# ---- seg7_scan_ctrl ----
seg7_scan_ctrl/sizes.png
Bar = 20 um.
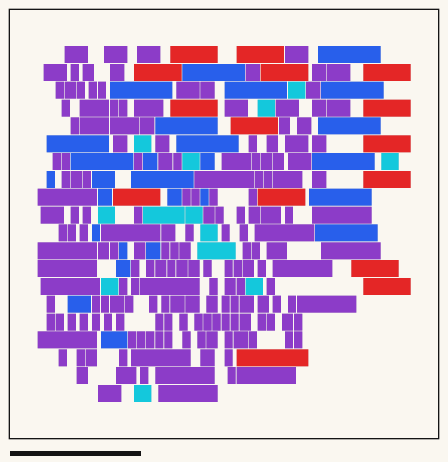
$ cat config.mk
export PLATFORM = sky130hd
export DESIGN_NAME = seg7_scan_ctrl
export DESIGN_NICKNAME = d
export VERILOG_FILES = /design/src/rtl/seg7_scan_ctrl.sv
export SDC_FILE = /design/constraint.sdc
export NUM_CORES = 1
export LEC_CHECK = 0
export ABC_AREA = 1
export CORE_MARGIN = 4
export CORE_UTILIZATION = 50
export DETAILED_ROUTE_END_ITERATION = 8
export GPL_TIMING_DRIVEN = 1
export PLACE_DENSITY = 0.88
export SYNTH_ARGS = -nofsm -noshare
export SYNTH_HDL_FRONTEND = slang
export SYNTH_SLANG_ARGS = --single-unit
export TNS_END_PERCENT = 5
$ cat constraint.sdc
create_clock -name clk -period 1.7 [get_ports clk]
set_clock_uncertainty 0.05 [all_clocks]
set_input_delay 0.17 -clock clk [delete_from_list [all_inputs] [get_ports clk]]
set_output_delay 0.17 -clock clk [all_outputs]
set_load 0.1 [all_outputs]
$ cat src/rtl/seg7_scan_ctrl.sv
// Scan controller for a 4-digit 7-segment display: steps the digit mux select,
// blanks the anodes at the start of each slot and registers seg/an onto the pins.
module seg7_scan_ctrl #(
    parameter int unsigned DIV_WIDTH    = 16,
    parameter int unsigned DIV_MAX      = 49999,
    parameter int unsigned BLANK_CYCLES = 64,
    parameter bit          ACTIVE_LOW   = 1'b1
) (
    input  logic       clk,
    input  logic       rst_n,
    input  logic       en,
    input  logic [3:0] digit_en,
    input  logic [7:0] mux_data,
    output logic [1:0] mux_sel,
    output logic [7:0] seg,
    output logic [3:0] an,
    output logic       frame_tick
);

    localparam logic [DIV_WIDTH-1:0] CNT_MAX   = DIV_WIDTH'(DIV_MAX);
    localparam logic [DIV_WIDTH-1:0] BLANK_LIM = DIV_WIDTH'(BLANK_CYCLES);
    localparam logic [7:0]           SEG_OFF   = ACTIVE_LOW ? 8'hFF : 8'h00;

    if (BLANK_CYCLES > DIV_MAX) begin : g_bad_blank
        $error("seg7_scan_ctrl: BLANK_CYCLES (%0d) exceeds DIV_MAX (%0d)", BLANK_CYCLES, DIV_MAX);
    end

    logic [DIV_WIDTH-1:0] cnt;
    logic                 slot_end;
    logic                 show;
    logic                 lit;
    logic [7:0]           seg_on;

    assign slot_end = (cnt == CNT_MAX);
    // A zero-length blank phase leaves every count in SHOW.
    assign show     = (BLANK_CYCLES == 0) || (cnt >= BLANK_LIM);
    assign lit      = en && show && digit_en[mux_sel];
    assign seg_on   = ACTIVE_LOW ? ~mux_data : mux_data;

    always_ff @(posedge clk or negedge rst_n) begin
        if (!rst_n) begin
            cnt     <= '0;
            mux_sel <= '0;
        end else if (en) begin
            if (slot_end) begin
                cnt     <= '0;
                mux_sel <= mux_sel + 2'd1;
            end else begin
                cnt <= cnt + 1'b1;
            end
        end
    end

    always_ff @(posedge clk or negedge rst_n) begin
        if (!rst_n) begin
            an         <= 4'b1111;
            seg        <= SEG_OFF;
            frame_tick <= 1'b0;
        end else begin
            an         <= lit ? ~(4'b0001 << mux_sel) : 4'b1111;
            seg        <= lit ? seg_on : SEG_OFF;
            frame_tick <= en && (mux_sel == 2'd3) && slot_end;
        end
    end

endmodule

==> impl_metrics.env <==
# yosys + openroad results
export IMPL_regArea_um2=793
export IMPL_seq_area_frac_synth=0.482
export IMPL_cap_viol_max_count=0
export IMPL_most_common_layout_cells="nand2_1 (41), nor2_1 (29), inv_1 (25)"
export IMPL_rr_worst_depth=8
export IMPL_tap_cell_count=44
export IMPL_grt_pass1_vias=1355
export IMPL_clock_latency_ns=0.34
export IMPL_worst_path_buf_inv=2
export IMPL_ff_type="dfrtp_1"
export IMPL_layout_min_cycle_time_ns=1.57
export IMPL_status="complete, no violations"
export IMPL_lay_top_count="nand2_1"
export IMPL_drc_errors=0
export IMPL_slew_viol_final=0
export IMPL_top_logic_kind="simple AND/OR/NAND/NOR gates"
export IMPL_io_pin_count=30
export IMPL_sh_seq_area=0.359
export IMPL_wire_per_inst_um=13.9
export IMPL_dp_hpwl_mm=2.97
export IMPL_synthDistinctLibCells=22
export IMPL_largest_cell_class="flip-flops and latches"
export IMPL_inv_count=29
export IMPL_ant_nets=0
## Picture notes: seg7_scan_ctrl/sizes.png
_3 and _4 cells -> cyan  # cells 13, share 5.5%
_2 cells -> blue  # cells 27, share 11%
_0 and _1 cells -> purple  # cells 181, share 77%
_6 and larger -> red  # cells 15, share 6.4%
Non-CTS buffers: 34
P&R area growth vs syn: 34.7%
cell area after layout: 2210 um2

-- power by group --
part | internal (mW) | total [mW] | switching [mW]
registers | 0.846 | 0.998 | 0.152
logic | 0.221 | 0.604 | 0.383
clock network | 0.312 | 0.568 | 0.257
total | 1.38 | 2.17 | 0.792
-- flip-flops by register name (all words and copies together) (netlist names) --
name / flops
mux_sel: 2
seg: 8
an: 4
frame_tick: 1
cnt: 16
-- timing repair --
item	in CTS	in global routing
gates resized	0	1
hold endpoints to repair	0	0
endpoints found under the setup margin	0	10
-- through the flow --
| step | hold slack, ns | instances | worst slack [ns] | total power, mW | util |
|---|---|---|---|---|---|
| finish | 0.151 | 280 | 0.130 | 2.17 | 0.712 |
| global route | 0.185 | 280 | 0.0258 | 2.30 | 0.712 |
| CTS | 0.168 | 280 | 0.0815 | 2.16 | 0.710 |
| detailed placement | 0.498 | 272 | 0.0628 | 1.59 | 0.685 |
| global placement | 0.482 | 272 | 0.111 | 1.56 | 0.685 |
| floorplan | -0.176 | 200 | 0.186 | 1.39 | - |
-- routing by layer --
layer,GRT usage,share of wire,up-vias
met4,0.0933,0.029,0
met2,0.324,0.51,72
li1,-,-,708
met3,0.0530,0.075,16
met1,0.251,0.38,687
met5,0,0,-

# ---- io_input_block ----
io_input_block/sizes.png
Bar = 20 um.
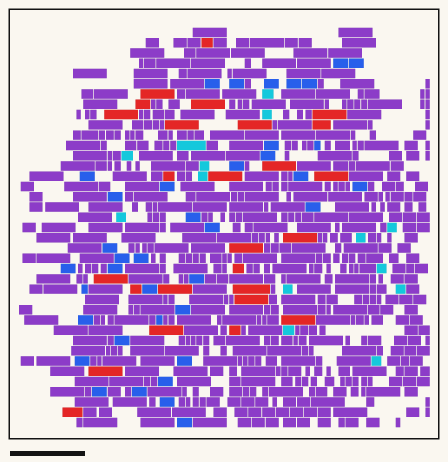
io_input_block/clocks.png
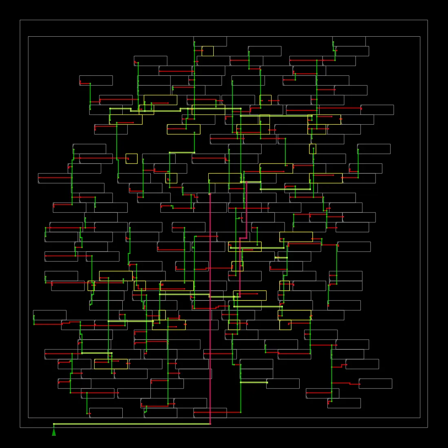
$ cat src/rtl/io_pkg.sv
// Shared address map and sizing for the memory-mapped I/O blocks on the CPU data bus.
package io_pkg;

  localparam logic [31:0] IO_ADDR_LEDS     = 32'd0;
  localparam logic [31:0] IO_ADDR_SOUND_L  = 32'd3;
  localparam logic [31:0] IO_ADDR_SOUND_R  = 32'd7;
  localparam logic [31:0] IO_ADDR_RGB0     = 32'd11;
  localparam logic [31:0] IO_ADDR_RGB1     = 32'd15;
  localparam logic [31:0] IO_ADDR_IN_LEVEL = 32'd19;
  localparam logic [31:0] IO_ADDR_IN_RISE  = 32'd23;

  localparam int unsigned IO_N_INPUTS = 19;

  // Bus operation decoded by the input block.
  typedef enum logic [1:0] {
    BusIdle,
    BusReadLevel,
    BusReadRise,
    BusOther
  } io_in_rd_sel_e;

  function automatic io_in_rd_sel_e io_in_decode_rd(input logic        read_en,
                                                    input logic [31:0] addr);
    io_in_rd_sel_e sel;
    sel = BusIdle;
    if (read_en) begin
      if (addr == IO_ADDR_IN_LEVEL) begin
        sel = BusReadLevel;
      end else if (addr == IO_ADDR_IN_RISE) begin
        sel = BusReadRise;
      end else begin
        sel = BusOther;
      end
    end
    return sel;
  endfunction

endpackage

$ cat src/rtl/io_input_debounce.sv
// Vector-wide 2-flop synchroniser, shared sample tick, 3-deep history and debounced level.
module io_input_debounce
  import io_pkg::*;
#(
  parameter int unsigned N_INPUTS        = IO_N_INPUTS,
  parameter int unsigned DEBOUNCE_CYCLES = 100000,
  parameter int unsigned CNT_W           = 17
) (
  input  logic                clk_i,
  input  logic                rst_ni,
  input  logic [N_INPUTS-1:0] raw_i,
  output logic [N_INPUTS-1:0] deb_o
);

  localparam logic [CNT_W-1:0] CntMax = CNT_W'(DEBOUNCE_CYCLES - 1);

  logic [N_INPUTS-1:0]      sync1_q, sync2_q;
  logic [CNT_W-1:0]         cnt_q, cnt_d;
  logic                     tick;
  logic [2:0][N_INPUTS-1:0] hist_q, hist_d;
  logic [N_INPUTS-1:0]      deb_q, deb_d;
  logic [N_INPUTS-1:0]      all_ones, all_zeros;

  always_ff @(posedge clk_i or negedge rst_ni) begin
    if (!rst_ni) begin
      sync1_q <= '0;
      sync2_q <= '0;
    end else begin
      sync1_q <= raw_i;
      sync2_q <= sync1_q;
    end
  end

  // With DEBOUNCE_CYCLES == 1 CntMax is 0, so tick stays high every cycle.
  always_comb begin
    tick  = (cnt_q == CntMax);
    cnt_d = tick ? '0 : cnt_q + CNT_W'(1);
  end

  always_comb begin
    hist_d = hist_q;
    if (tick) begin
      hist_d = {hist_q[1:0], sync2_q};
    end
  end

  // Level follows history only when all three samples agree; otherwise it holds.
  always_comb begin
    all_ones  = hist_q[0] & hist_q[1] & hist_q[2];
    all_zeros = ~(hist_q[0] | hist_q[1] | hist_q[2]);
    deb_d     = all_ones | (deb_q & ~all_zeros);
  end

  always_ff @(posedge clk_i or negedge rst_ni) begin
    if (!rst_ni) begin
      cnt_q  <= '0;
      hist_q <= '0;
      deb_q  <= '0;
    end else begin
      cnt_q  <= cnt_d;
      hist_q <= hist_d;
      deb_q  <= deb_d;
    end
  end

  assign deb_o = deb_q;

endmodule

$ cat src/rtl/io_input_block.sv
// Debounced switch/button inputs with sticky rise flags, W1C clear, load mux and level IRQ.
module io_input_block
  import io_pkg::*;
#(
  parameter int unsigned N_INPUTS        = IO_N_INPUTS,
  parameter int unsigned DEBOUNCE_CYCLES = 100000,
  parameter int unsigned CNT_W           = 17
) (
  input  logic                clk,
  input  logic                rst,
  input  logic [N_INPUTS-1:0] switches_and_buttons,
  input  logic                read_en,
  input  logic                write_en,
  input  logic [31:0]         addr,
  input  logic [31:0]         wr_data,
  output logic [31:0]         rd_data,
  output logic                io_vld,
  output logic                irq
);

  logic [N_INPUTS-1:0] deb;
  logic [N_INPUTS-1:0] deb_prev_q;
  logic [N_INPUTS-1:0] rise_q, rise_d;
  logic [N_INPUTS-1:0] rise_set, rise_clr;
  logic                irq_q, irq_d;
  io_in_rd_sel_e       rd_sel;

  io_input_debounce #(
    .N_INPUTS       (N_INPUTS),
    .DEBOUNCE_CYCLES(DEBOUNCE_CYCLES),
    .CNT_W          (CNT_W)
  ) u_debounce (
    .clk_i (clk),
    .rst_ni(rst),
    .raw_i (switches_and_buttons),
    .deb_o (deb)
  );

  // A set in the same cycle as its clear wins, so set is OR-ed in after masking.
  always_comb begin
    rise_set = deb & ~deb_prev_q;
    rise_clr = '0;
    if (write_en && (addr == IO_ADDR_IN_RISE)) begin
      rise_clr = wr_data[N_INPUTS-1:0];
    end
    rise_d = (rise_q & ~rise_clr) | rise_set;
    irq_d  = |rise_q;
  end

  always_ff @(posedge clk or negedge rst) begin
    if (!rst) begin
      deb_prev_q <= '0;
      rise_q     <= '0;
      irq_q      <= 1'b0;
    end else begin
      deb_prev_q <= deb;
      rise_q     <= rise_d;
      irq_q      <= irq_d;
    end
  end

  assign irq = irq_q;

  always_comb begin
    rd_sel  = io_in_decode_rd(read_en, addr);
    rd_data = '0;
    io_vld  = 1'b0;
    unique case (rd_sel)
      BusReadLevel: begin
        rd_data[N_INPUTS-1:0] = deb;
        io_vld                = 1'b1;
      end
      BusReadRise: begin
        rd_data[N_INPUTS-1:0] = rise_q;
        io_vld                = 1'b1;
      end
      BusIdle, BusOther: begin
        rd_data = '0;
        io_vld  = 1'b0;
      end
      default: begin
        rd_data = '0;
        io_vld  = 1'b0;
      end
    endcase
  end

  if (N_INPUTS < 32) begin : g_unused_wr_data
    logic unused_wr_data_hi;
    assign unused_wr_data_hi = ^wr_data[31:N_INPUTS];
  end

endmodule

$ cat config.mk
export PLATFORM = sky130hd
export DESIGN_NAME = io_input_block
export DESIGN_NICKNAME = d
export VERILOG_FILES = /design/src/rtl/io_pkg.sv /design/src/rtl/io_input_debounce.sv /design/src/rtl/io_input_block.sv
export SDC_FILE = /design/constraint.sdc
export NUM_CORES = 1
export LEC_CHECK = 0
export CAP_MARGIN = 20
export CORE_MARGIN = 2
export CORE_UTILIZATION = 55
export DETAILED_ROUTE_END_ITERATION = 10
export PLACE_DENSITY = 0.83
export SETUP_SLACK_MARGIN = 0.3
export SLEW_MARGIN = 40
export SYNTH_ARGS = -nofsm -noshare
export SYNTH_HDL_FRONTEND = slang
export SYNTH_SLANG_ARGS = --single-unit
$ cat constraint.sdc
create_clock -name clk -period 8.5 [get_ports clk]
set_input_delay 2.125 -clock clk [delete_from_list [all_inputs] [get_ports clk]]
set_output_delay 2.125 -clock clk [all_outputs]
set_load 0.01 [all_outputs]
==> impl_metrics.env <==
# yosys + openroad results
export IMPL_most_common_layout_cells="dfrtp_1 (170), clkdlybuf4s50_1 (93), inv_1 (64)"
export IMPL_yosysMostFrequentCell="dfrtp_1"
export IMPL_holdPathStages=0
export IMPL_slew_viol_final=0
export IMPL_worst_path_buf_inv=6
export IMPL_ys_area_um2=6580
export IMPL_clkPwrFrac=0.439
export IMPL_synth_flops=170
export IMPL_wire_per_inst_um=16.8
export IMPL_drc_errors=0
export IMPL_ys_warn_count=0
export IMPL_cp_endpoint="rd_data[18]"
export IMPL_crit_path_frequent_cell="buf_4"
export IMPL_fin_setup_tns_ns=0
export IMPL_tightest_slew_ns=0.769
export IMPL_status="complete, no violations"
export IMPL_grt_pass1_wl_mm=21.9
export IMPL_r2r_setup_slack_ns=6.21
export IMPL_pwr_share_comb=0.052
export IMPL_path_class="input pin to output pin"
export IMPL_end_kind="output pin"
export IMPL_reg2reg_to="u_debounce.hist_q[48]$_DFFE_PN0N_"
export IMPL_placed_area_um2=7600
export IMPL_ys_sh_xor=0.0160
Notes on io_input_block/sizes.png above:
_2 cells -> blue  # cells 38, share 5.7%
_6 and larger -> red  # cells 26, share 3.9%
_3 and _4 cells -> cyan  # cells 14, share 2.1%
_0 and _1 cells -> purple  # cells 590, share 88%
Non-CTS buffers: 103
final worst slack: 1.12 ns

Notes on io_input_block/clocks.png above:
clk pwr: 0.707 mW
CTS Sinks: 170
flip-flops: 170
number of CTS-inserted buffers: 17
clock latency (worst-skew pair): 0.41 ns

-- logic make-up after synthesis --
group / after synthesis
fa+ha+maj: 3
other cells: 1
flops: 170
xor+xnor: 12
mux: 38
buf+inv: 98
compound gates: 120
simple gates: 113
-- layout make-up --
class,count,area (um2),share of cell area
clock buffer,18,439,0.0537
clock inverter,14,111,0.0136
inverter,64,240,0.0294
multi-input combinational,299,1920,0.235
sequential,170,4250,0.520
tap,143,179,0.0219
timing repair buffer,103,1030,0.126
-- metal layers --
layer  up-vias  track usage  wire, um  share of wire
met5         -            0         0              0
met3        34       0.0574       962          0.071
met2       201        0.370      6990           0.51
li1       2110            -         -              -
met4         0       0.0821       384          0.028
met1      2252        0.271      5300           0.39
-- registers in the layout, summed over array words and instances (netlist names) --
name / cells
u_debounce.hist_q: 57
deb_prev_q: 19
rise_q: 19
u_debounce.deb_o: 19
u_debounce.sync1_q: 19
u_debounce.sync2_q: 19
u_debounce.cnt_q: 17
irq: 1
-- per-stage QoR --
stage                     hold WS [ns]  worst slack [ns]
after floorplan                  0.331              2.18
after global placement           0.332              1.22
after detailed placement         0.335              1.15
after CTS                        0.350              1.14
after global routing             0.351             0.919
final                            0.347              1.12


==> screenshots <==
Zoomed window.
Plate I
Window x 34 to 64, y 1 to 31 um. Cells in grey, sequential cells in the stronger grey; small squares are vias.
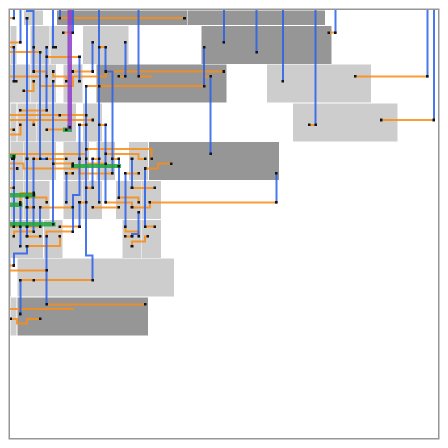
Plate II
Window x 70 to 100, y 13 to 43 um. Cells in grey, sequential cells in the stronger grey; small squares are vias.
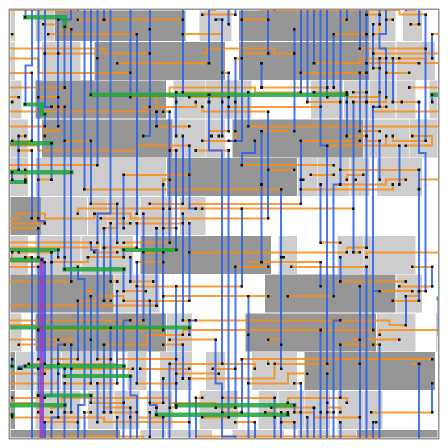
- Plate I = seg7_scan_ctrl
- Plate II = io_input_block

Power figures rest on the tool's default switching activity, not on a simulated workload.
